# ---- design 1 ----
File: src/rtl/spram_arbiter.sv
`default_nettype none
// ============================================================================
// Module      : spram_arbiter
// Description : Shares one single-port RAM between a port-A burst reader and
//               a port-B single-access requester. Optional starvation guard
//               for port B enabled by macro SPRAM_ARB_STARVE_GUARD_EN.
// Revision    : 1.0 - initial release
// ============================================================================
module spram_arbiter #(
    parameter int addr_width = 10,
    parameter int data_width = 16,
    parameter int max_wait   = 4
) (
    input  logic                  clock,
    input  logic                  reset,
    // port A: burst reader
    input  logic                  a_start,
    input  logic [addr_width-1:0] a_base,
    input  logic [addr_width:0]   a_len,
    output logic                  a_busy,
    output logic [data_width-1:0] a_rdata,
    output logic                  a_rvalid,
    output logic                  a_done,
    // port B: single access
    input  logic                  b_req,
    input  logic                  b_we,
    input  logic [addr_width-1:0] b_addr,
    input  logic [data_width-1:0] b_wdata,
    output logic                  b_ack,
    output logic [data_width-1:0] b_rdata,
    output logic                  b_rvalid,
    // single-port RAM
    output logic [addr_width-1:0] ram_address,
    output logic [data_width-1:0] ram_data,
    output logic                  ram_wren,
    output logic                  ram_cs,
    input  logic [data_width-1:0] ram_q
);

    localparam logic [addr_width-1:0] c_PTR_ONE = {{(addr_width-1){1'b0}}, 1'b1};
    localparam logic [addr_width:0]   c_CNT_ONE = {{addr_width{1'b0}}, 1'b1};

    typedef enum logic [0:0] {
        ST_IDLE  = 1'b0,
        ST_BURST = 1'b1
    } state_t;

    state_t                r_state;
    state_t                w_state_nxt;
    logic [addr_width-1:0] r_ptr;
    logic [addr_width-1:0] w_ptr_nxt;
    logic [addr_width:0]   r_count;
    logic [addr_width:0]   w_count_nxt;
    logic                  r_busy;
    logic                  r_a_pend;
    logic                  r_done;
    logic                  r_b_pend;
    logic                  w_a_accept;
    logic                  w_a_issue;
    logic                  w_b_grant;
    logic                  w_wait_hit;

`ifdef SPRAM_ARB_STARVE_GUARD_EN
    localparam int c_WAIT_W = $clog2(max_wait + 2);
    localparam logic [c_WAIT_W-1:0] c_WAIT_MAX = c_WAIT_W'(max_wait);
    localparam logic [c_WAIT_W-1:0] c_WAIT_ONE = c_WAIT_W'(1);

    logic [c_WAIT_W-1:0] r_wait;

    assign w_wait_hit = (r_wait >= c_WAIT_MAX);

    // Saturates at max_wait; once there, B owns the next burst cycle.
    always_ff @(posedge clock) begin
        if (reset) begin
            r_wait <= '0;
        end else if (w_b_grant) begin
            r_wait <= '0;
        end else if ((r_state == ST_BURST) && b_req && !w_wait_hit) begin
            r_wait <= r_wait + c_WAIT_ONE;
        end
    end
`else
    assign w_wait_hit = 1'b0;
`endif

    always_ff @(posedge clock) begin
        if (reset) begin
            r_state <= ST_IDLE;
        end else begin
            r_state <= w_state_nxt;
        end
    end

    always_comb begin
        w_state_nxt = r_state;
        w_ptr_nxt   = r_ptr;
        w_count_nxt = r_count;
        w_a_accept  = 1'b0;
        w_a_issue   = 1'b0;
        w_b_grant   = 1'b0;

        case (r_state)
            ST_IDLE: begin
                w_b_grant = b_req;
                if (a_start && !r_busy) begin
                    w_a_accept  = 1'b1;
                    w_ptr_nxt   = a_base;
                    w_count_nxt = a_len;
                    if (a_len != '0) begin
                        w_state_nxt = ST_BURST;
                    end
                end
            end
            ST_BURST: begin
                if (b_req && w_wait_hit) begin
                    w_b_grant = 1'b1;
                end else begin
                    w_a_issue   = 1'b1;
                    w_ptr_nxt   = r_ptr + c_PTR_ONE;
                    w_count_nxt = r_count - c_CNT_ONE;
                    if (r_count == c_CNT_ONE) begin
                        w_state_nxt = ST_IDLE;
                    end
                end
            end
            default: w_state_nxt = ST_IDLE;
        endcase

        // Reset must silence the RAM and port B within the same cycle.
        if (reset) begin
            w_a_accept = 1'b0;
            w_a_issue  = 1'b0;
            w_b_grant  = 1'b0;
        end
    end

    always_comb begin
        ram_cs      = w_b_grant | w_a_issue;
        ram_wren    = w_b_grant & b_we;
        ram_address = w_b_grant ? b_addr : (w_a_issue ? r_ptr : '0);
        ram_data    = w_b_grant ? b_wdata : '0;
    end

    always_ff @(posedge clock) begin
        if (reset) begin
            r_ptr    <= '0;
            r_count  <= '0;
            r_busy   <= 1'b0;
            r_a_pend <= 1'b0;
            r_done   <= 1'b0;
            r_b_pend <= 1'b0;
        end else begin
            r_ptr    <= w_ptr_nxt;
            r_count  <= w_count_nxt;
            r_a_pend <= w_a_issue;
            r_b_pend <= w_b_grant & ~b_we;
            // Done tracks the final read return, or the empty burst directly.
            r_done   <= (w_a_issue && (r_count == c_CNT_ONE)) ||
                        (w_a_accept && (a_len == '0));
            if (w_a_accept) begin
                r_busy <= 1'b1;
            end else if (r_done) begin
                r_busy <= 1'b0;
            end
        end
    end

    // Status is masked during reset so an aborted burst emits nothing more.
    assign a_busy   = r_busy & ~reset;
    assign a_rvalid = r_a_pend & ~reset;
    assign a_done   = r_done & ~reset;
    assign a_rdata  = a_rvalid ? ram_q : '0;
    assign b_ack    = w_b_grant;
    assign b_rvalid = r_b_pend & ~reset;
    assign b_rdata  = b_rvalid ? ram_q : '0;

endmodule
`default_nettype wire

File: config.mk
export PLATFORM = sky130hd
export DESIGN_NAME = spram_arbiter
export DESIGN_NICKNAME = d
export VERILOG_FILES = /design/src/rtl/spram_arbiter.sv
export SDC_FILE = /design/constraint.sdc
export NUM_CORES = 1
export LEC_CHECK = 0
export ABC_CLOCK_PERIOD_IN_PS = 4220
export CAP_MARGIN = 5
export CORE_MARGIN = 1.5
export CORE_UTILIZATION = 23
export CTS_BUF_LIST = sky130_fd_sc_hd__clkbuf_8
export DETAILED_ROUTE_END_ITERATION = 6
export PLACE_DENSITY_LB_ADDON = 0.15
export SETUP_SLACK_MARGIN = 0.1
export SLEW_MARGIN = 20
export SYNTH_ARGS = -nofsm -noshare
export SYNTH_HDL_FRONTEND = slang
export SYNTH_SLANG_ARGS = --single-unit
File: constraint.sdc
create_clock -name clock -period 4.22 [get_ports clock]
set_clock_uncertainty 0.1 [all_clocks]
set_input_delay 0.844 -clock clock [delete_from_list [all_inputs] [get_ports clock]]
set_output_delay 0.844 -clock clock [all_outputs]
set_load 0.01 [all_outputs]
design_1/flops_by_reg.png
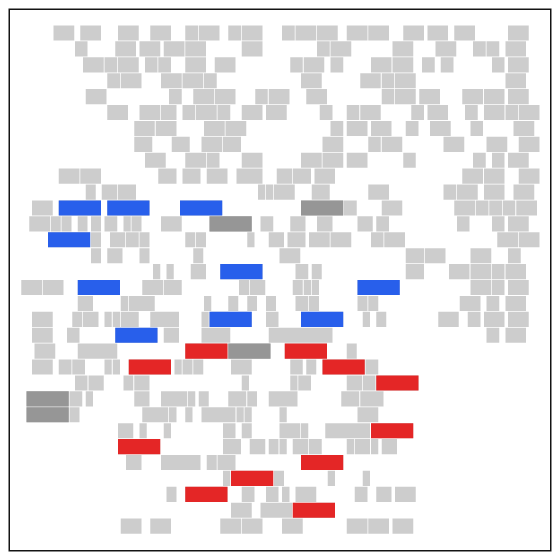
legend:
  r_ptr:
    color: blue
    flops: 10
  r_count:
    color: red
    flops: 11
sequential power: 0.305 mW
Seq/total area: 15.6%
FF/Latch Area: 520 sq um
Post-Route Utilization: 43.3%

==> flow_summary.ini <==
; implementation run metrics
[outcome]
status = finished clean

[place]
dp_hpwl_um = 5330

[power_and_ir_drop]
p_leak_nw = 1.21
power_leader = registers

[setup_path]
worst_setup_path_start_kind = primary input
path_cells = clkdlybuf4s50_1 -> nor3b_2 -> buf_4 -> and2_1 -> clkdlybuf4s50_1

[logic_synthesis]
adder_share_pct = 2.04
area_leaders = dfxtp_1, and2_1, a21oi_1, a22o_1, nor2_1
compound_area_share_pct = 24.1
syn-num-nets = 305

[final_layout]
areaGrowthSynthToFinish_pct = 82.1
final_cell_mix = clkdlybuf4s50_1, and2_1, dfxtp_1, nor2_1, a21oi_1

[drt]
wl_met3_um = 250
post_drt_wl_per_cell_um = 14.5
vias_per_cell = 4.54
m1WireLength_um = 3130

[worst_hold_path]
hp-class = flip-flop to flip-flop

[timing]
finalSetupViolCount = 0

[global_routing]
grt_pass1_wl_um = 10600
gr-usage-met1_pct = 20.6

[floorplan]
chipArea_sq_um = 8530
design_1/io_fan.png
The bar under the picture is 20 um long.
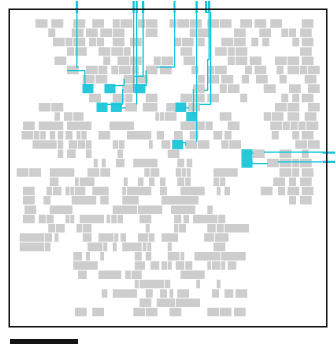
legend:
  ram_address:
    color: cyan
    bits: 10
    direction: output
    edge: 8 top, 2 right
    end_cells: 10
    buffers: 10
    wire: 287 um
I/O pin cnt: 133
PortBufs: 132


# ---- design 2 ----
design_2/wires.png
Two of the layers only.
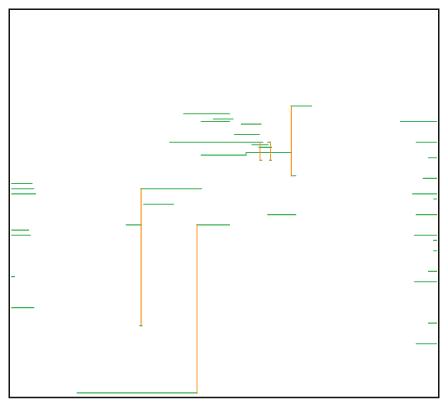
[config.mk]
export PLATFORM = sky130hd
export DESIGN_NAME = seg7_scan_ctrl
export DESIGN_NICKNAME = d
export VERILOG_FILES = /design/src/rtl/seg7_pkg.sv /design/src/rtl/seg7_hex_decode.sv /design/src/rtl/seg7_scan_ctrl.sv
export SDC_FILE = /design/constraint.sdc
export NUM_CORES = 1
export LEC_CHECK = 0
export CORE_ASPECT_RATIO = 0.9
export CORE_MARGIN = 2
export CORE_UTILIZATION = 35
export CTS_CLUSTER_SIZE = 28
export DETAILED_ROUTE_END_ITERATION = 8
export PLACE_DENSITY = 0.62
export SLEW_MARGIN = 20
export SYNTH_ARGS = -nofsm -noshare
export SYNTH_HDL_FRONTEND = slang
export SYNTH_SLANG_ARGS = --single-unit
[constraint.sdc]
create_clock -name clk -period 2.9 [get_ports clk]
set_input_delay 0.725 -clock clk [delete_from_list [all_inputs] [get_ports clk]]
set_output_delay 0.725 -clock clk [all_outputs]
set_load 0.005 [all_outputs]
[src/rtl/seg7_pkg.sv]
// Shared types and the active-high hex font for the 7-segment scan controller.
// Segment vectors are ordered {g,f,e,d,c,b,a}.
package seg7_pkg;

    typedef logic [6:0] seg_t;

    typedef enum logic {
        ST_BLANK = 1'b0,
        ST_DRIVE = 1'b1
    } scan_state_t;

    localparam seg_t SEG_OFF = 7'b0000000;
    localparam seg_t SEG_0   = 7'b0111111;
    localparam seg_t SEG_1   = 7'b0000110;
    localparam seg_t SEG_2   = 7'b1011011;
    localparam seg_t SEG_3   = 7'b1001111;
    localparam seg_t SEG_4   = 7'b1100110;
    localparam seg_t SEG_5   = 7'b1101101;
    localparam seg_t SEG_6   = 7'b1111101;
    localparam seg_t SEG_7   = 7'b0000111;
    localparam seg_t SEG_8   = 7'b1111111;
    localparam seg_t SEG_9   = 7'b1101111;
    localparam seg_t SEG_A   = 7'b1110111;
    localparam seg_t SEG_B   = 7'b1111100;
    localparam seg_t SEG_C   = 7'b0111001;
    localparam seg_t SEG_D   = 7'b1011110;
    localparam seg_t SEG_E   = 7'b1111001;
    localparam seg_t SEG_F   = 7'b1110001;

endpackage

[src/rtl/seg7_hex_decode.sv]
// Combinational hex nibble to active-high 7-segment pattern.
module seg7_hex_decode
    import seg7_pkg::*;
(
    input  logic [3:0] nib,
    output logic [6:0] seg
);

    always_comb begin
        seg = SEG_OFF;
        case (nib)
            4'h0: seg = SEG_0;
            4'h1: seg = SEG_1;
            4'h2: seg = SEG_2;
            4'h3: seg = SEG_3;
            4'h4: seg = SEG_4;
            4'h5: seg = SEG_5;
            4'h6: seg = SEG_6;
            4'h7: seg = SEG_7;
            4'h8: seg = SEG_8;
            4'h9: seg = SEG_9;
            4'hA: seg = SEG_A;
            4'hB: seg = SEG_B;
            4'hC: seg = SEG_C;
            4'hD: seg = SEG_D;
            4'hE: seg = SEG_E;
            4'hF: seg = SEG_F;
            default: seg = SEG_OFF;
        endcase
    end

endmodule

[src/rtl/seg7_scan_ctrl.sv]
// Time-multiplexed scan controller for a multi-digit 7-segment display with
// per-slot anti-ghost blanking and frame-synchronous double-buffered updates.
module seg7_scan_ctrl
    import seg7_pkg::*;
#(
    parameter int NUM_DIGITS   = 4,
    parameter int SLOT_CYCLES  = 100000,
    parameter int BLANK_CYCLES = 1000,
    parameter int ACTIVE_LOW   = 1
) (
    input  logic                    clk,
    input  logic                    rst_n,
    input  logic                    upd_valid,
    output logic                    upd_ready,
    input  logic [4*NUM_DIGITS-1:0] upd_data,
    input  logic [NUM_DIGITS-1:0]   upd_dp,
    input  logic [NUM_DIGITS-1:0]   upd_blank,
    output logic [6:0]              seg,
    output logic                    dp,
    output logic [NUM_DIGITS-1:0]   an,
    output logic                    frame_start
);

    localparam int CW = (SLOT_CYCLES > 1) ? $clog2(SLOT_CYCLES) : 1;
    localparam int IW = $clog2(NUM_DIGITS);
    localparam logic POL = (ACTIVE_LOW != 0);
    localparam logic [CW-1:0] CNT_LAST = CW'(SLOT_CYCLES - 1);
    localparam logic [IW-1:0] IDX_LAST = IW'(NUM_DIGITS - 1);

    logic [CW-1:0] cnt, cnt_nxt;
    logic [IW-1:0] idx, idx_nxt;
    scan_state_t   state, state_nxt;

    logic [4*NUM_DIGITS-1:0] act_data, sh_data;
    logic [NUM_DIGITS-1:0]   act_dp, sh_dp, act_blank, sh_blank;
    logic                    pending, commit, xfer;

    logic [3:0]            nib;
    logic [6:0]            seg_hex, seg_c;
    logic                  dp_c;
    logic [NUM_DIGITS-1:0] an_c;

    assign upd_ready = !pending;
    assign xfer      = upd_valid && !pending;
    assign commit    = (cnt == CNT_LAST) && (idx == IDX_LAST);
    assign nib       = act_data[4*idx +: 4];

    seg7_hex_decode u_dec (
        .nib (nib),
        .seg (seg_hex)
    );

    always_comb begin
        cnt_nxt = cnt + 1'b1;
        idx_nxt = idx;
        if (cnt == CNT_LAST) begin
            cnt_nxt = '0;
            idx_nxt = (idx == IDX_LAST) ? '0 : idx + 1'b1;
        end
    end

    // State tracks the slot position of the cycle it is registered for, so
    // the pin decode below sees BLANK exactly while cnt < BLANK_CYCLES.
    always_comb begin
        state_nxt = (32'(cnt_nxt) < 32'(BLANK_CYCLES)) ? ST_BLANK : ST_DRIVE;
        an_c      = '0;
        seg_c     = SEG_OFF;
        dp_c      = 1'b0;
        if (state == ST_DRIVE) begin
            an_c[idx] = 1'b1;
            if (!act_blank[idx]) begin
                seg_c = seg_hex;
                dp_c  = act_dp[idx];
            end
        end
    end

    always_ff @(posedge clk or negedge rst_n) begin
        if (!rst_n) begin
            cnt   <= '0;
            idx   <= '0;
            state <= ST_BLANK;
        end else begin
            cnt   <= cnt_nxt;
            idx   <= idx_nxt;
            state <= state_nxt;
        end
    end

    // Commit uses the pre-capture pending value; a capture on the commit
    // cycle is therefore shown one frame later.
    always_ff @(posedge clk or negedge rst_n) begin
        if (!rst_n) begin
            pending   <= 1'b0;
            act_data  <= '0;
            act_dp    <= '0;
            act_blank <= '1;
            sh_data   <= '0;
            sh_dp     <= '0;
            sh_blank  <= '1;
        end else if (commit && pending) begin
            act_data  <= sh_data;
            act_dp    <= sh_dp;
            act_blank <= sh_blank;
            pending   <= 1'b0;
        end else if (xfer) begin
            sh_data   <= upd_data;
            sh_dp     <= upd_dp;
            sh_blank  <= upd_blank;
            pending   <= 1'b1;
        end
    end

    always_ff @(posedge clk or negedge rst_n) begin
        if (!rst_n) begin
            an          <= {NUM_DIGITS{POL}};
            seg         <= {7{POL}};
            dp          <= POL;
            frame_start <= 1'b0;
        end else begin
            an          <= an_c ^ {NUM_DIGITS{POL}};
            seg         <= seg_c ^ {7{POL}};
            dp          <= dp_c ^ POL;
            frame_start <= commit;
        end
    end

endmodule

==> flow_summary.ini <==
; implementation run metrics
[final_layout]
regArea_sq_um = 2080
largest-register = cnt
fillers = 933
ff_count = 82
inv_count = 10

[setup_path]
path_cells = ha_1 -> nand4_1 -> or3_1 -> nor3_4 -> buf_4 -> mux2_2
path_class = flip-flop to flip-flop
critical_path_cell_count = 6
slowest_delay_ps = 510

[logic_synthesis]
syn_avg_cell_area_sq_um = 12.8
muxShareOfSynthArea_pct = 19.0
synthMostInstantiatedCell = dfrtp_1

[drt]
route.detailed.drc = 0

[timing]
rsz0062_at_grt = false
slew_headroom_pct = 41.3
fin_hold_ws_ps = 477
worst_slack_ps = 432
finalCritPeriodShare_pct = 85.1

[outcome]
status = finished clean

[worst_hold_path]
min_to = an[1]$_DFF_PN1_

[job]
warnings = 33

[power_and_ir_drop]
intPower_mw = 1.94

[floorplan]
fp_util_pct = 36.1
chipArea_sq_um = 11500

[global_routing]
gr-usage-met1_pct = 18.2

[clocking]
cts_htree_levels = 3
## Picture notes: design_2/wires.png
legend:
  metal 4:
    color: orange
    wire_length: 108 um
  metal 3:
    color: green
    wire_length: 262 um
final wirelength: 6750 um
DR vias: 2313
GRT Total Usage: 12.9%
Avg WL per Cell: 14.4 um


# ---- design 3 ----
design_3/layer_met2.png
The bar under the picture is 50 um long.
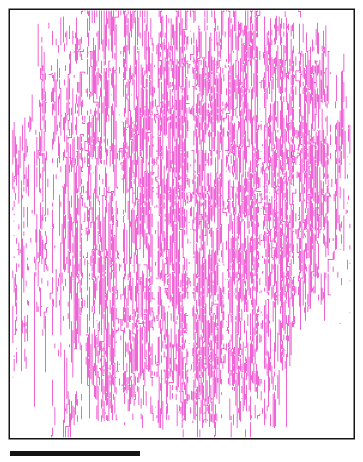
===== src/rtl/axi_burst_arbiter.sv =====
// axi_burst_arbiter: two-requester round-robin arbiter that expands FIXED/INCR/WRAP bursts
// into a stream of beat addresses and returns a completion pulse to the owning requester.
module axi_burst_arbiter #(
  parameter int ADDR_W = 32,
  parameter int LEN_W  = 6
) (
  input  logic              aclk,
  input  logic              reset,
  input  logic [1:0]        rq_valid,
  output logic [1:0]        rq_ready,
  input  logic              rq_write0,
  input  logic              rq_write1,
  input  logic [ADDR_W-1:0] rq_addr0,
  input  logic [ADDR_W-1:0] rq_addr1,
  input  logic [LEN_W-1:0]  rq_len0,
  input  logic [LEN_W-1:0]  rq_len1,
  input  logic [2:0]        rq_size0,
  input  logic [2:0]        rq_size1,
  input  logic [1:0]        rq_type0,
  input  logic [1:0]        rq_type1,
  output logic              bt_valid,
  input  logic              bt_ready,
  output logic [ADDR_W-1:0] bt_addr,
  output logic              bt_write,
  output logic              bt_last,
  output logic              bt_owner,
  input  logic              done_in,
  output logic [1:0]        gnt_done,
  output logic              err
);
  localparam logic [1:0] IDLE = 2'd0, LOAD = 2'd1, BEAT = 2'd2, WAIT_DONE = 2'd3;
  localparam logic [1:0] M_FIXED = 2'd0, M_INCR = 2'd1, M_WRAP = 2'd2;
  localparam logic [ADDR_W-1:0] ONE = {{(ADDR_W-1){1'b0}}, 1'b1};
  logic [1:0] state_q, state_d, mode_q, mode_d, type_q, type_d;
  logic ptr_q, ptr_d, owner_q, owner_d, write_q, write_d;
  logic [ADDR_W-1:0] addr_q, addr_d, cur_q, cur_d, lo_q, lo_d, bytes_q, bytes_d;
  logic [ADDR_W:0] hi_q, hi_d, nxt;
  logic [LEN_W-1:0] len_q, len_d, cnt_q, cnt_d, last_q, last_d;
  logic [2:0] size_q, size_d;
  logic win, grant, wrap_ok, bad;
  logic [31:0] len32;
  logic [ADDR_W-1:0] bytes, span, base;
  assign win = &rq_valid ? ptr_q : rq_valid[1];
  assign grant = reset && state_q == IDLE && |rq_valid;
  assign len32 = 32'(len_q);
  assign wrap_ok = len32 == 32'd2 || len32 == 32'd4 || len32 == 32'd8 || len32 == 32'd16;
  assign bad = len_q == '0 || type_q == 2'b11 || (type_q == 2'b10 && !wrap_ok);
  assign bytes = ONE << size_q;
  assign span = ADDR_W'(len_q) << size_q;
  assign base = addr_q & ~(span - ONE);
  // one extra bit so a wrap window ending exactly at the top of the address space still compares correctly
  assign nxt = {1'b0, cur_q} + {1'b0, bytes_q};
  assign rq_ready = grant ? (win ? 2'b10 : 2'b01) : 2'b00;
  assign bt_valid = reset && state_q == BEAT;
  assign bt_addr = cur_q;
  assign bt_write = write_q;
  assign bt_owner = owner_q;
  assign bt_last = bt_valid && cnt_q == last_q;
  assign gnt_done = (reset && state_q == WAIT_DONE && done_in) ? (owner_q ? 2'b10 : 2'b01) : 2'b00;
  assign err = reset && state_q == LOAD && bad;
  always_comb begin
    state_d = state_q;
    ptr_d = ptr_q;
    owner_d = owner_q;
    write_d = write_q;
    addr_d = addr_q;
    len_d = len_q;
    size_d = size_q;
    type_d = type_q;
    mode_d = mode_q;
    cur_d = cur_q;
    lo_d = lo_q;
    hi_d = hi_q;
    bytes_d = bytes_q;
    last_d = last_q;
    cnt_d = cnt_q;
    if (grant) begin
      state_d = LOAD;
      owner_d = win;
      write_d = win ? rq_write1 : rq_write0;
      addr_d = win ? rq_addr1 : rq_addr0;
      len_d = win ? rq_len1 : rq_len0;
      size_d = win ? rq_size1 : rq_size0;
      type_d = win ? rq_type1 : rq_type0;
    end
    if (state_q == LOAD) begin
      state_d = BEAT;
      mode_d = type_q == 2'b00 ? M_FIXED : (type_q == 2'b10 && wrap_ok) ? M_WRAP : M_INCR;
      bytes_d = bytes;
      cur_d = addr_q & ~(bytes - ONE);
      lo_d = base;
      hi_d = {1'b0, base} + {1'b0, span};
      last_d = len_q == '0 ? '0 : len_q - LEN_W'(1);
      cnt_d = '0;
    end
    if (state_q == BEAT && bt_ready) begin
      state_d = cnt_q == last_q ? WAIT_DONE : BEAT;
      cnt_d = cnt_q + LEN_W'(1);
      cur_d = mode_q == M_FIXED ? cur_q : (mode_q == M_WRAP && nxt >= hi_q) ? lo_q : nxt[ADDR_W-1:0];
    end
    if (state_q == WAIT_DONE && done_in) begin
      state_d = IDLE;
      ptr_d = !owner_q;
    end
  end
  always_ff @(posedge aclk) begin
    if (!reset) begin
      state_q <= IDLE;
      ptr_q <= 1'b0;
      owner_q <= 1'b0;
      write_q <= 1'b0;
      addr_q <= '0;
      len_q <= '0;
      size_q <= '0;
      type_q <= '0;
      mode_q <= M_FIXED;
      cur_q <= '0;
      lo_q <= '0;
      hi_q <= '0;
      bytes_q <= '0;
      last_q <= '0;
      cnt_q <= '0;
    end else begin
      state_q <= state_d;
      ptr_q <= ptr_d;
      owner_q <= owner_d;
      write_q <= write_d;
      addr_q <= addr_d;
      len_q <= len_d;
      size_q <= size_d;
      type_q <= type_d;
      mode_q <= mode_d;
      cur_q <= cur_d;
      lo_q <= lo_d;
      hi_q <= hi_d;
      bytes_q <= bytes_d;
      last_q <= last_d;
      cnt_q <= cnt_d;
    end
  end
endmodule


===== config.mk =====
export PLATFORM = sky130hd
export DESIGN_NAME = axi_burst_arbiter
export DESIGN_NICKNAME = d
export VERILOG_FILES = /design/src/rtl/axi_burst_arbiter.sv
export SDC_FILE = /design/constraint.sdc
export NUM_CORES = 1
export LEC_CHECK = 0
export CORE_ASPECT_RATIO = 1.25
export CORE_UTILIZATION = 51
export DETAILED_ROUTE_END_ITERATION = 6
export PLACE_DENSITY = 0.77
export SETUP_SLACK_MARGIN = 0.02
export SYNTH_ARGS = -nofsm -noshare
export SYNTH_HDL_FRONTEND = slang
export SYNTH_SLANG_ARGS = --single-unit

===== constraint.sdc =====
create_clock -name aclk -period 3.7 [get_ports aclk]
set_clock_uncertainty 0.05 [all_clocks]
set_input_delay 1.11 -clock aclk [delete_from_list [all_inputs] [get_ports aclk]]
set_output_delay 1.11 -clock aclk [all_outputs]
set_load 0.02 [all_outputs]

==> flow_summary.ini <==
; implementation run metrics
[outcome]
status = finished with violations
violations = design-rule violations, negative setup slack

[worst_hold_path]
holdPathStages = 2

[logic_synthesis]
edf_count = 0
synth_flops = 167
postSynthCellCount = 1366

[place]
dp_cells = 1874

[clocking]
cts_htree_levels = 4

[setup_path]
crit_end = bt_addr[6]$_SDFFE_PN0P_
cp_top_family = AND-OR/OR-AND gates

[final_layout]
inv_count = 55
n_antenna_cell = 0
areaGrowthSynthToFinish_pct = 49.2

[drt]
drtIter0Drc = 1303
route.detailed.drc = 2

[global_routing]
met3_usage_pct = 5.31

[timing]
finalSetupViolCount = 54
worst_slack_ps = -476

[power_and_ir_drop]
seqPwrFrac_pct = 31.8
## Picture notes: design_3/layer_met2.png
nets with wire on the layer: 1603
share of all routed wire: 48%
DR vias: 12224
met2 Usage GRT: 59.2%


# ---- design 4 ----
design_4/io_fan.png
The bar under the picture is 50 um long.
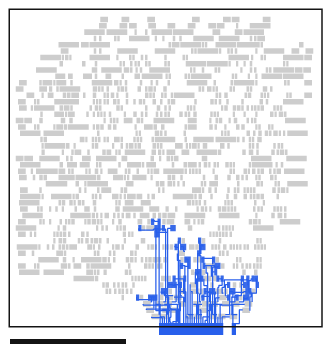
## src/rtl/riscv_dmem_load_combiner_if.sv

```systemverilog
// Load-combiner bus: load request, memory beat request/response and writeback result.
// The slave modport is the combiner; the master modport is the core/memory environment.
interface riscv_dmem_load_combiner_if #(
  parameter int unsigned DATA_BYTES = 4
);
  localparam int unsigned AW = $clog2(DATA_BYTES);
  localparam int unsigned DW = 8 * DATA_BYTES;

  logic          req_valid;
  logic          req_ready;
  logic [AW-1:0] req_addr_lo;
  logic [1:0]    req_size;
  logic          req_signed;
  logic          mem_req_valid;
  logic          mem_req_beat;
  logic          mem_resp_valid;
  logic [DW-1:0] mem_resp_data;
  logic          out_valid;
  logic          out_ready;
  logic [DW-1:0] out_data;
  logic          out_error;

  modport master (
    output req_valid, req_addr_lo, req_size, req_signed, mem_resp_valid, mem_resp_data,
    output out_ready,
    input  req_ready, mem_req_valid, mem_req_beat, out_valid, out_data, out_error
  );

  modport slave (
    input  req_valid, req_addr_lo, req_size, req_signed, mem_resp_valid, mem_resp_data,
    input  out_ready,
    output req_ready, mem_req_valid, mem_req_beat, out_valid, out_data, out_error
  );
endinterface

```

## src/rtl/riscv_dmem_load_combiner.sv

```systemverilog
// Load-data path: rotates, merges (one or two memory beats) and sign/zero-extends load data,
// with valid/ready handshakes on the request and the writeback result.
module riscv_dmem_load_combiner #(
  parameter int unsigned DATA_BYTES    = 4,
  parameter bit          MISALIGN_TRAP = 1'b0
) (
  input logic                        clk,
  input logic                        reset,
  riscv_dmem_load_combiner_if.slave  bus
);
  localparam int unsigned AW = $clog2(DATA_BYTES);
  localparam int unsigned DW = 8 * DATA_BYTES;
  localparam int          DB = int'(DATA_BYTES);

  typedef enum logic [1:0] {StIdle, StBeat0, StBeat1, StDone} state_e;

  state_e        state_q, state_d;
  logic [1:0]    size_q, size_d;
  logic [AW-1:0] offset_q, offset_d;
  logic          signed_q, signed_d;
  logic [DW-1:0] merge_q, merge_d;
  logic [DW-1:0] data_q, data_d;
  logic          valid_q, valid_d;
  logic          error_q, error_d;
  logic [DW-1:0] rot;
  int            nb_q;
  logic          cross_q;

  function automatic int nbytes(input logic [1:0] size);
    return 1 << size;
  endfunction

  function automatic logic crossing(input logic [AW-1:0] off, input logic [1:0] size);
    return (int'(off) + nbytes(size)) > DB;
  endfunction

  // Byte i of the result is byte (i + off) mod DATA_BYTES of the memory word.
  function automatic logic [DW-1:0] rotate(input logic [DW-1:0] word, input logic [AW-1:0] off);
    logic [DW-1:0] res;
    logic [AW-1:0] idx;
    res = '0;
    for (int i = 0; i < DB; i++) begin
      idx = AW'(i) + off;
      res[8*i +: 8] = word[8*int'(idx) +: 8];
    end
    return res;
  endfunction

  // Full-width loads fall through untouched since no byte lies at or above nb.
  function automatic logic [DW-1:0] extend(input logic [DW-1:0] data, input logic [1:0] size,
                                           input logic sgn);
    logic [DW-1:0] res;
    int            nb;
    logic          sign;
    nb = nbytes(size);
    if (nb > DB) nb = DB;
    sign = data[8*nb-1];
    res = data;
    for (int i = 0; i < DB; i++) begin
      if (i >= nb) res[8*i +: 8] = (sgn && sign) ? 8'hFF : 8'h00;
    end
    return res;
  endfunction

  assign rot     = rotate(bus.mem_resp_data, offset_q);
  assign nb_q    = nbytes(size_q);
  assign cross_q = crossing(offset_q, size_q);

  always_comb begin
    state_d  = state_q;
    size_d   = size_q;
    offset_d = offset_q;
    signed_d = signed_q;
    merge_d  = merge_q;
    data_d   = data_q;
    valid_d  = valid_q;
    error_d  = error_q;
    unique case (state_q)
      StIdle: begin
        if (bus.req_valid) begin
          size_d   = bus.req_size;
          offset_d = bus.req_addr_lo;
          signed_d = bus.req_signed;
          if ((nbytes(bus.req_size) > DB) ||
              (MISALIGN_TRAP && crossing(bus.req_addr_lo, bus.req_size))) begin
            state_d = StDone;
            valid_d = 1'b1;
            error_d = 1'b1;
            data_d  = '0;
          end else begin
            state_d = StBeat0;
          end
        end
      end
      StBeat0: begin
        if (bus.mem_resp_valid) begin
          for (int i = 0; i < DB; i++) begin
            merge_d[8*i +: 8] = (i < DB - int'(offset_q)) ? rot[8*i +: 8] : 8'h00;
          end
          if (cross_q) begin
            state_d = StBeat1;
          end else begin
            state_d = StDone;
            valid_d = 1'b1;
            error_d = 1'b0;
            data_d  = extend(merge_d, size_q, signed_q);
          end
        end
      end
      StBeat1: begin
        if (bus.mem_resp_valid) begin
          // Only the bytes beat 0 could not supply are taken from the second word.
          for (int i = 0; i < DB; i++) begin
            if (i >= DB - int'(offset_q) && i < nb_q) merge_d[8*i +: 8] = rot[8*i +: 8];
          end
          state_d = StDone;
          valid_d = 1'b1;
          error_d = 1'b0;
          data_d  = extend(merge_d, size_q, signed_q);
        end
      end
      StDone: begin
        if (bus.out_ready) begin
          state_d = StIdle;
          valid_d = 1'b0;
          error_d = 1'b0;
        end
      end
      default: state_d = StIdle;
    endcase
  end

  always_ff @(posedge clk or posedge reset) begin
    if (reset) begin
      state_q  <= StIdle;
      size_q   <= '0;
      offset_q <= '0;
      signed_q <= 1'b0;
      merge_q  <= '0;
      data_q   <= '0;
      valid_q  <= 1'b0;
      error_q  <= 1'b0;
    end else begin
      state_q  <= state_d;
      size_q   <= size_d;
      offset_q <= offset_d;
      signed_q <= signed_d;
      merge_q  <= merge_d;
      data_q   <= data_d;
      valid_q  <= valid_d;
      error_q  <= error_d;
    end
  end

  assign bus.req_ready     = (state_q == StIdle);
  assign bus.mem_req_valid = (state_q == StBeat0) || (state_q == StBeat1);
  assign bus.mem_req_beat  = (state_q == StBeat1);
  assign bus.out_valid     = valid_q;
  assign bus.out_error     = error_q;
  assign bus.out_data      = data_q;
endmodule

```

## src/flat_wrapper.sv

```systemverilog
// flat-port wrapper written by rule: the top's interface ports become plain ports
module riscv_dmem_load_combiner_flat 
#(
  parameter int unsigned DATA_BYTES    = 4,
  parameter bit          MISALIGN_TRAP = 1'b0
)
  (clk, reset, bus_req_valid, bus_req_addr_lo, bus_req_size, bus_req_signed, bus_mem_resp_valid, bus_mem_resp_data, bus_out_ready, bus_req_ready, bus_mem_req_valid, bus_mem_req_beat, bus_out_valid, bus_out_data, bus_out_error);
  riscv_dmem_load_combiner_if #(.DATA_BYTES(DATA_BYTES)) bus_i ();
  input logic clk;
  input logic reset;
  input wire logic [$bits(bus_i.req_valid)-1:0] bus_req_valid;
  input wire logic [$bits(bus_i.req_addr_lo)-1:0] bus_req_addr_lo;
  input wire logic [$bits(bus_i.req_size)-1:0] bus_req_size;
  input wire logic [$bits(bus_i.req_signed)-1:0] bus_req_signed;
  input wire logic [$bits(bus_i.mem_resp_valid)-1:0] bus_mem_resp_valid;
  input wire logic [$bits(bus_i.mem_resp_data)-1:0] bus_mem_resp_data;
  input wire logic [$bits(bus_i.out_ready)-1:0] bus_out_ready;
  output wire logic [$bits(bus_i.req_ready)-1:0] bus_req_ready;
  output wire logic [$bits(bus_i.mem_req_valid)-1:0] bus_mem_req_valid;
  output wire logic [$bits(bus_i.mem_req_beat)-1:0] bus_mem_req_beat;
  output wire logic [$bits(bus_i.out_valid)-1:0] bus_out_valid;
  output wire logic [$bits(bus_i.out_data)-1:0] bus_out_data;
  output wire logic [$bits(bus_i.out_error)-1:0] bus_out_error;
  assign bus_i.req_valid = bus_req_valid;
  assign bus_i.req_addr_lo = bus_req_addr_lo;
  assign bus_i.req_size = bus_req_size;
  assign bus_i.req_signed = bus_req_signed;
  assign bus_i.mem_resp_valid = bus_mem_resp_valid;
  assign bus_i.mem_resp_data = bus_mem_resp_data;
  assign bus_i.out_ready = bus_out_ready;
  assign bus_req_ready = bus_i.req_ready;
  assign bus_mem_req_valid = bus_i.mem_req_valid;
  assign bus_mem_req_beat = bus_i.mem_req_beat;
  assign bus_out_valid = bus_i.out_valid;
  assign bus_out_data = bus_i.out_data;
  assign bus_out_error = bus_i.out_error;
  riscv_dmem_load_combiner #(.DATA_BYTES(DATA_BYTES), .MISALIGN_TRAP(MISALIGN_TRAP)) u_core (.clk(clk), .reset(reset), .bus(bus_i));
endmodule
```

## config.mk

```make
export PLATFORM = sky130hd
export DESIGN_NAME = riscv_dmem_load_combiner_flat
export DESIGN_NICKNAME = d
export VERILOG_FILES = /design/src/rtl/riscv_dmem_load_combiner_if.sv /design/src/rtl/riscv_dmem_load_combiner.sv /design/src/flat_wrapper.sv
export SDC_FILE = /design/constraint.sdc
export NUM_CORES = 1
export LEC_CHECK = 0
export ABC_AREA = 1
export CAP_MARGIN = 0
export CORE_AREA = 2 2 132 134
export DETAILED_ROUTE_END_ITERATION = 10
export DIE_AREA = 0 0 134 136
export GPL_TIMING_DRIVEN = 0
export PLACE_DENSITY_LB_ADDON = 0.15
export SLEW_MARGIN = 20
export SYNTH_ARGS = -nofsm -noshare
export SYNTH_HDL_FRONTEND = slang
export SYNTH_SLANG_ARGS = --single-unit
```

## constraint.sdc

```tcl
create_clock -name clk -period 3.1 [get_ports clk]
set_clock_uncertainty 0.05 [all_clocks]
set_input_delay 0.31 -clock clk [delete_from_list [all_inputs] [get_ports clk]]
set_output_delay 0.31 -clock clk [all_outputs]
set_load 0.01 [all_outputs]
```

==> flow_summary.ini <==
; implementation run metrics
[drt]
drtIter0Drc = 520
m1WireLength_um = 9360

[setup_path]
timing.rr.start = u_core.state_q[0]$_DFFE_PP0P_
path_buffers = 4
critical_path_cell_count = 7
arrival_ps = 3100

[timing]
finalSetupViolCount = 0
slew_headroom_pct = 44.1

[global_routing]
grt-ovfl-total = 0
grt_pass1_vias = 5963

[floorplan]
chipArea_sq_um = 18200
fp_util_pct = 34.3

[clocking]
cts_setup_buffers = 0

[job]
drv_cap = 0

[logic_synthesis]
synth_flops = 73
compound_area_share_pct = 15.0

[place]
dpl_cell_area_sq_um = 6880

[outcome]
status = finished clean

[power_and_ir_drop]
seqPwrFrac_pct = 18.3
## Picture notes: design_4/io_fan.png
legend:
  bus_mem_resp_data:
    color: blue
    bits: 32
    direction: input
    edge: bottom
    end_cells: 64
    buffers: 32
    wire: 1010 um
PortBufs: 78
I/O pin cnt: 79


# ---- design 5 ----
==> src/rtl/knap_multi_search.sv <==
// Exhaustive 0/1 multi-constraint knapsack search, one candidate mask per cycle.
// Optional feasible-mask stream with backpressure when KNAP_STREAM_EN is defined.
module knap_multi_search #(
    parameter int N_ITEMS    = 10,
    parameter int W          = 8,
    parameter int MIN_VALUE  = 77,
    parameter int MAX_WEIGHT = 60,
    parameter int MAX_VOLUME = 60,
    localparam int IW = $clog2(N_ITEMS),
    localparam int TW = W + IW
) (
    input  logic               clk,
    input  logic               rst,
    input  logic               ld_en,
    input  logic [IW-1:0]      ld_idx,
    input  logic [W-1:0]       ld_value,
    input  logic [W-1:0]       ld_weight,
    input  logic [W-1:0]       ld_volume,
    input  logic               start,
    output logic               busy,
    output logic               done,
    output logic               found,
    output logic [N_ITEMS-1:0] best_mask,
    output logic [TW-1:0]      best_value,
    output logic [N_ITEMS:0]   feas_count,
    output logic               sol_valid,
    output logic [N_ITEMS-1:0] sol_mask,
    input  logic               sol_ready
);

    typedef enum logic [1:0] {IDLE, RUN, DONE} state_t;

    state_t state, state_n;

    logic [W-1:0] tbl_val [N_ITEMS];
    logic [W-1:0] tbl_wt  [N_ITEMS];
    logic [W-1:0] tbl_vol [N_ITEMS];

    logic [N_ITEMS-1:0] mask_q;
    logic               s0_v;
    logic [N_ITEMS-1:0] s1_mask;
    logic [TW-1:0]      s1_value;
    logic               s1_feas;
    logic               s1_v;
    logic               s1_last;

    logic [TW-1:0] sum_val, sum_wt, sum_vol;
    logic          feas_c;
    logic          stall, idle_ok, go, adv;
    logic          done_q;

    assign idle_ok = (state != RUN);
    assign go      = start && idle_ok;
    assign adv     = (state == RUN) && !stall;
    assign busy    = (state == RUN);
    assign done    = done_q;

`ifdef KNAP_STREAM_EN
    assign sol_valid = (state == RUN) && s1_v && s1_feas;
    assign sol_mask  = sol_valid ? s1_mask : '0;
    assign stall     = sol_valid && !sol_ready;
`else
    logic unused_ready;
    assign unused_ready = sol_ready;
    assign sol_valid    = 1'b0;
    assign sol_mask     = '0;
    assign stall        = 1'b0;
`endif

    // Stage-0 totals: widened sums of the selected coefficients
    always_comb begin
        sum_val = '0;
        sum_wt  = '0;
        sum_vol = '0;
        for (int i = 0; i < N_ITEMS; i++) begin
            if (mask_q[i]) begin
                sum_val = sum_val + {{IW{1'b0}}, tbl_val[i]};
                sum_wt  = sum_wt  + {{IW{1'b0}}, tbl_wt[i]};
                sum_vol = sum_vol + {{IW{1'b0}}, tbl_vol[i]};
            end
        end
        feas_c = (sum_val >= TW'(MIN_VALUE)) &&
                 (sum_wt  <= TW'(MAX_WEIGHT)) &&
                 (sum_vol <= TW'(MAX_VOLUME));
    end

    always_comb begin
        state_n = state;
        case (state)
            IDLE:    if (start) state_n = RUN;
            RUN:     if (!stall && s1_v && s1_last) state_n = DONE;
            DONE:    if (start) state_n = RUN;
            default: state_n = IDLE;
        endcase
    end

    always_ff @(posedge clk) begin
        if (rst) begin
            state  <= IDLE;
            done_q <= 1'b0;
        end else begin
            state  <= state_n;
            done_q <= (state == RUN) && (state_n == DONE);
        end
    end

    always_ff @(posedge clk) begin
        if (rst) begin
            for (int i = 0; i < N_ITEMS; i++) begin
                tbl_val[i] <= '0;
                tbl_wt[i]  <= '0;
                tbl_vol[i] <= '0;
            end
        end else if (ld_en && idle_ok && (int'(ld_idx) < N_ITEMS)) begin
            tbl_val[ld_idx] <= ld_value;
            tbl_wt[ld_idx]  <= ld_weight;
            tbl_vol[ld_idx] <= ld_volume;
        end
    end

    always_ff @(posedge clk) begin
        if (rst) begin
            mask_q     <= '0;
            s0_v       <= 1'b0;
            s1_mask    <= '0;
            s1_value   <= '0;
            s1_feas    <= 1'b0;
            s1_v       <= 1'b0;
            s1_last    <= 1'b0;
            found      <= 1'b0;
            best_mask  <= '0;
            best_value <= '0;
            feas_count <= '0;
        end else if (go) begin
            mask_q     <= '0;
            s0_v       <= 1'b1;
            s1_v       <= 1'b0;
            found      <= 1'b0;
            best_mask  <= '0;
            best_value <= '0;
            feas_count <= '0;
        end else if (adv) begin
            // Counter parks at all-ones so a finished sweep never restarts
            if (s0_v) begin
                if (&mask_q) s0_v <= 1'b0;
                else         mask_q <= mask_q + 1'b1;
            end
            s1_v     <= s0_v;
            s1_mask  <= mask_q;
            s1_value <= sum_val;
            s1_feas  <= feas_c;
            s1_last  <= &mask_q;
            if (s1_v && s1_feas) begin
                feas_count <= feas_count + 1'b1;
                if (!found || (s1_value > best_value)) begin
                    found      <= 1'b1;
                    best_mask  <= s1_mask;
                    best_value <= s1_value;
                end
            end
        end
    end

endmodule
==> config.mk <==
export PLATFORM = sky130hd
export DESIGN_NAME = knap_multi_search
export DESIGN_NICKNAME = d
export VERILOG_FILES = /design/src/rtl/knap_multi_search.sv
export SDC_FILE = /design/constraint.sdc
export NUM_CORES = 1
export LEC_CHECK = 0
export ABC_AREA = 1
export CORE_UTILIZATION = 55
export CTS_CLUSTER_DIAMETER = 200
export DETAILED_ROUTE_END_ITERATION = 7
export GPL_ROUTABILITY_DRIVEN = 0
export MAX_ROUTING_LAYER = met4
export PLACE_DENSITY = 0.73
export SLEW_MARGIN = 30
export SYNTH_ARGS = -nofsm -noshare
export SYNTH_HDL_FRONTEND = slang
export SYNTH_SLANG_ARGS = --single-unit
==> constraint.sdc <==
create_clock -name clk -period 11.42 [get_ports clk]
set_input_delay 2.284 -clock clk [delete_from_list [all_inputs] [get_ports clk]]
set_output_delay 2.284 -clock clk [all_outputs]
set_load 0.02 [all_outputs]
design_5/placement.png
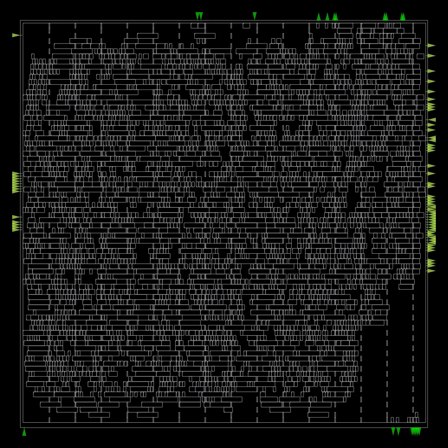
seq_cells: 313
num rows: 78

design_5/layer_met2.png
The bar under the picture is 50 um long.
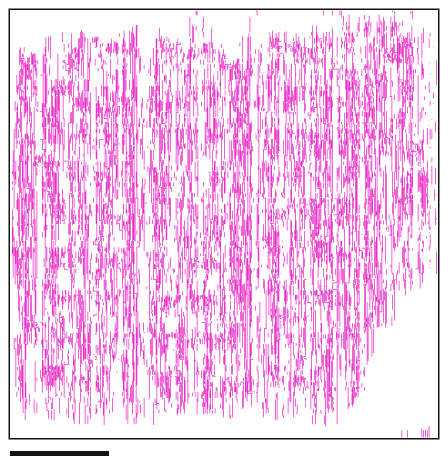
nets with wire on the layer: 3175
longest straight run: 79.0 um
share of all routed wire: 52%
DR vias: 22190
met2 Usage GRT: 50.3%
final wirelength: 60800 um

==> flow_summary.ini <==
; implementation run metrics
[outcome]
status = finished clean

[logic_synthesis]
syn_avg_cell_area_sq_um = 7.37
compound_area_share_pct = 9.80
ff_type = edfxtp_1
ys_sh_simple_pct = 29.8
async_flop_share_pct = 0
yosysWarnings = 0

[power_and_ir_drop]
p_sw_share_pct = 25.4
intPower_mw = 2.15
p_leak_nw = 13.8
p_seq_mw = 1.29
seqPwrFrac_pct = 44.7

[timing]
slew_viol_final = 0
layout_min_cycle_time_ps = 10530
finalSetupViolCount = 0
worstMarginPinSlew_ps = 919
worst_slack_ps = 891

[global_routing]
antenna_found_initial = 0
gr-usage-all-layers_pct = 27.4

[final_layout]
n_antenna_cell = 0
nets = 3770
comb_cells = 2530
fillers = 4066
regArea_sq_um = 8670

[setup_path]
timing.rr.start = tbl_wt[0][0]$_SDFFCE_PN0P_
path_buffers = 8

[worst_hold_path]
min_to = best_value[4]$_SDFFE_PP0P_

[clocking]
cts_root_buf = clkbuf_16
design_5/io_fan.png
The bar under the picture is 50 um long.
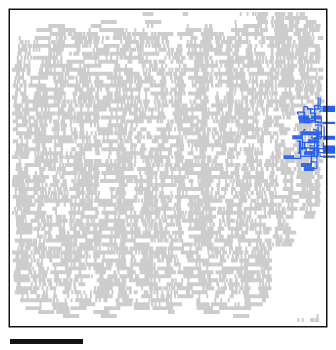
legend:
  feas_count:
    color: blue
    bits: 11
    direction: output
    edge: right
    end_cells: 11
    buffers: 11
    wire: 397 um
I/O pin cnt: 80
PortBufs: 67


# ---- design 6 ----
design_6/io_fan.png
The bar under the picture is 50 um long.
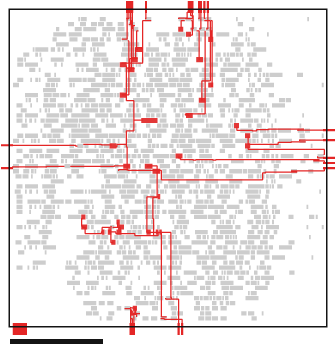
## src/rtl/pt_mapper.sv

```systemverilog
// Sv32 page-table mapper: installs one 4 KiB leaf PTE per request,
// allocating and zeroing a fresh level-0 table when the L1 slot is empty.
module pt_mapper #(
   parameter logic [31:0] ROOT_BASE = 32'h0000_0010,
   parameter logic [31:0] FREE_BASE = 32'h0001_0000
) (
   input  logic        clock,
   input  logic        reset,
   input  logic        req_valid,
   output logic        req_ready,
   input  logic [31:0] req_vaddr,
   input  logic [21:0] req_ppn,
   input  logic [2:0]  req_perm,
   input  logic        req_user,
   output logic        done,
   output logic [1:0]  status,
   output logic [31:0] mem_address,
   output logic [31:0] mem_data,
   output logic [3:0]  mem_byteena,
   output logic        mem_wren,
   input  logic [31:0] mem_q
);

   typedef enum logic [3:0] {
      IDLE, RD_L1, CHK_L1, ZERO, WR_L1, RD_L0, CHK_L0, WR_L0, DONE
   } state_t;

   localparam logic [1:0] ST_OK    = 2'd0;
   localparam logic [1:0] ST_MAPPED = 2'd1;
   localparam logic [1:0] ST_SUPER = 2'd2;
   localparam logic [1:0] ST_BAD   = 2'd3;

   state_t      state;
   logic [19:0] vpn;
   logic [21:0] ppn;
   logic [2:0]  perm;
   logic        user;
   logic [31:0] frame;
   logic [31:0] alloc_ptr;
   logic [31:0] l1_addr;
   logic [9:0]  cnt;

   logic [31:0] l1_calc;
   logic [31:0] l0_ptr_addr;
   logic [31:0] l0_new_addr;
   logic [31:0] leaf_pte;
   logic        bad_perm;
   logic        pte_v;
   logic        pte_leaf;
   logic        unused_bits;

   assign mem_byteena = 4'hF;

   assign l1_calc     = ROOT_BASE + {20'b0, req_vaddr[31:22], 2'b00};
   assign l0_ptr_addr = {mem_q[29:10], 12'b0} + {20'b0, vpn[9:0], 2'b00};
   assign l0_new_addr = frame + {20'b0, vpn[9:0], 2'b00};
   // D=1, A=1, G=0, then U, {X,W,R}, V=1
   assign leaf_pte    = {ppn, 2'b00, 1'b1, 1'b1, 1'b0, user, perm, 1'b1};
   assign bad_perm    = (req_perm[1] & ~req_perm[0]) | (req_perm == 3'b000);
   assign pte_v       = mem_q[0];
   assign pte_leaf    = |mem_q[3:1];
   assign unused_bits = ^{req_vaddr[11:0], mem_q[31:30], mem_q[9:4]};

   always_ff @(posedge clock) begin
      if (reset) begin
         state       <= IDLE;
         req_ready   <= 1'b0;
         done        <= 1'b0;
         status      <= ST_OK;
         mem_wren    <= 1'b0;
         mem_address <= 32'h0;
         mem_data    <= 32'h0;
         alloc_ptr   <= FREE_BASE;
         frame       <= 32'h0;
         l1_addr     <= 32'h0;
         vpn         <= 20'h0;
         ppn         <= 22'h0;
         perm        <= 3'b0;
         user        <= 1'b0;
         cnt         <= 10'h0;
      end else begin
         done     <= 1'b0;
         mem_wren <= 1'b0;
         unique case (state)
            IDLE: begin
               req_ready <= 1'b1;
               if (req_valid && req_ready) begin
                  req_ready <= 1'b0;
                  vpn       <= req_vaddr[31:12];
                  ppn       <= req_ppn;
                  perm      <= req_perm;
                  user      <= req_user;
                  status    <= ST_OK;
                  if (bad_perm) begin
                     state  <= DONE;
                     done   <= 1'b1;
                     status <= ST_BAD;
                  end else begin
                     state       <= RD_L1;
                     mem_address <= l1_calc;
                     l1_addr     <= l1_calc;
                  end
               end
            end
            RD_L1: state <= CHK_L1;
            CHK_L1: begin
               if (pte_v && pte_leaf) begin
                  state  <= DONE;
                  done   <= 1'b1;
                  status <= ST_SUPER;
               end else if (pte_v) begin
                  state       <= RD_L0;
                  mem_address <= l0_ptr_addr;
               end else if (alloc_ptr == 32'h0) begin
                  state  <= DONE;
                  done   <= 1'b1;
                  status <= ST_BAD;
               end else begin
                  state       <= ZERO;
                  frame       <= alloc_ptr;
                  alloc_ptr   <= alloc_ptr + 32'h1000;
                  mem_address <= alloc_ptr;
                  mem_data    <= 32'h0;
                  mem_wren    <= 1'b1;
                  cnt         <= 10'h0;
               end
            end
            ZERO: begin
               mem_wren <= 1'b1;
               if (cnt == 10'd1023) begin
                  // table is fully cleared; only now link it from L1
                  state       <= WR_L1;
                  mem_address <= l1_addr;
                  mem_data    <= {frame[31:12], 10'h001};
               end else begin
                  cnt         <= cnt + 10'd1;
                  mem_address <= mem_address + 32'd4;
               end
            end
            WR_L1: begin
               state       <= WR_L0;
               mem_address <= l0_new_addr;
               mem_data    <= leaf_pte;
               mem_wren    <= 1'b1;
            end
            RD_L0: state <= CHK_L0;
            CHK_L0: begin
               if (pte_v) begin
                  state  <= DONE;
                  done   <= 1'b1;
                  status <= ST_MAPPED;
               end else begin
                  state    <= WR_L0;
                  mem_data <= leaf_pte;
                  mem_wren <= 1'b1;
               end
            end
            WR_L0: begin
               state  <= DONE;
               done   <= 1'b1;
               status <= ST_OK;
            end
            DONE: begin
               state     <= IDLE;
               req_ready <= 1'b1;
            end
            default: state <= IDLE;
         endcase
      end
   end

endmodule

```

## config.mk

```make
export PLATFORM = sky130hd
export DESIGN_NAME = pt_mapper
export DESIGN_NICKNAME = d
export VERILOG_FILES = /design/src/rtl/pt_mapper.sv
export SDC_FILE = /design/constraint.sdc
export NUM_CORES = 1
export LEC_CHECK = 0
export CAP_MARGIN = 20
export CORE_UTILIZATION = 28
export DETAILED_ROUTE_END_ITERATION = 10
export PLACE_DENSITY = 0.49
export RECOVER_POWER = 25
export SLEW_MARGIN = 30
export SYNTH_ARGS = -nofsm -noshare
export SYNTH_HDL_FRONTEND = slang
export SYNTH_SLANG_ARGS = --single-unit
```

## constraint.sdc

```tcl
create_clock -name clock -period 2.1 [get_ports clock]
set_clock_uncertainty 0.1 [all_clocks]
set_input_delay 0.42 -clock clock [delete_from_list [all_inputs] [get_ports clock]]
set_output_delay 0.42 -clock clock [all_outputs]
set_load 0.03 [all_outputs]
```

==> flow_summary.ini <==
; implementation run metrics
[outcome]
status = finished with violations
violations = negative setup slack

[floorplan]
fp_util_pct = 28.8

[timing]
finalCritPeriodShare_pct = 109
finalSetupViolCount = 92
layout_min_cycle_time_ps = 2300
worst_slack_ps = -199

[clocking]
clock-sinks = 164
worstSkewPairLatency_ps = 440
cts_hold_buffers = 0
cts.clk_slew.worst_paths_ps = 80

[logic_synthesis]
common_cells = nand2_1, dfxtp_1, nor2_1
compound_area_share_pct = 22.1
edf_count = 0

[final_layout]
largest_reg_flops = 30
nets = 1340
final_cell_mix = dfxtp_1, nand2_1, buf_4, clkdlybuf4s50_1, nor2_1

[global_routing]
grt_max_degree = 69
gr-usage-all-layers_pct = 19.1

[drt]
met2_wirelength_um = 13200
Notes on design_6/io_fan.png above:
legend:
  mem_q:
    color: red
    bits: 32
    direction: input
    edge: 13 bottom, 12 top, 5 right, 2 left
    end_cells: 35
    buffers: 27
    wire: 1330 um
PortBufs: 136
I/O pin cnt: 166



==> layout pictures side by side <==
The metal 2 layer.
panel A
The bar under the picture is 50 um long.
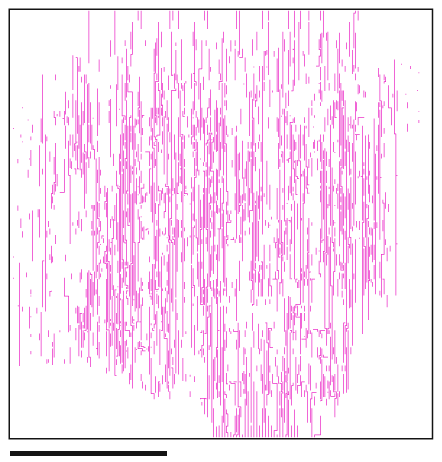
panel B
The bar under the picture is 20 um long.
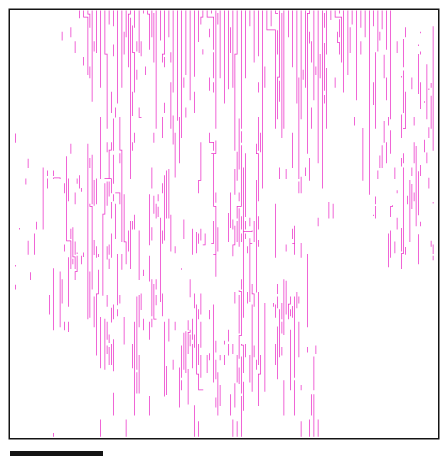
panel C
The bar under the picture is 20 um long.
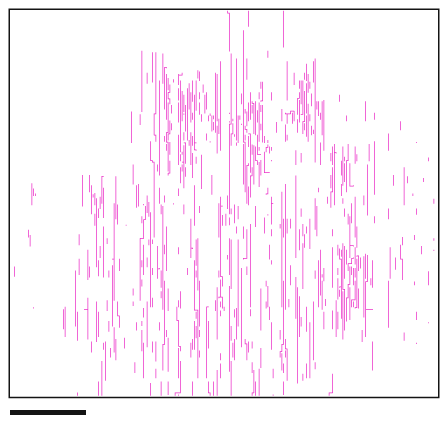
panel D
The bar under the picture is 50 um long.
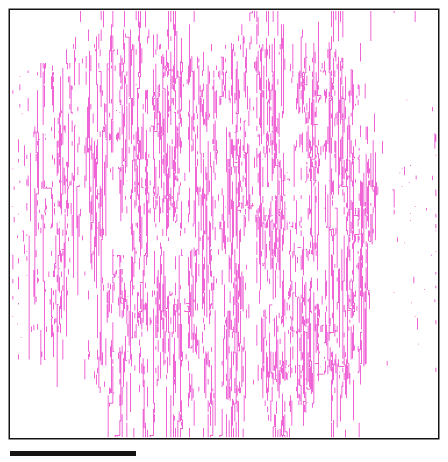
The one with the largest die is panel D.
The one with the smallest die is panel B.
Panel B is design 1.
Panel C is design 2.
Panel D is design 6.
Panel A is design 4.

Power figures rest on the tool's default switching activity, not on a simulated workload.
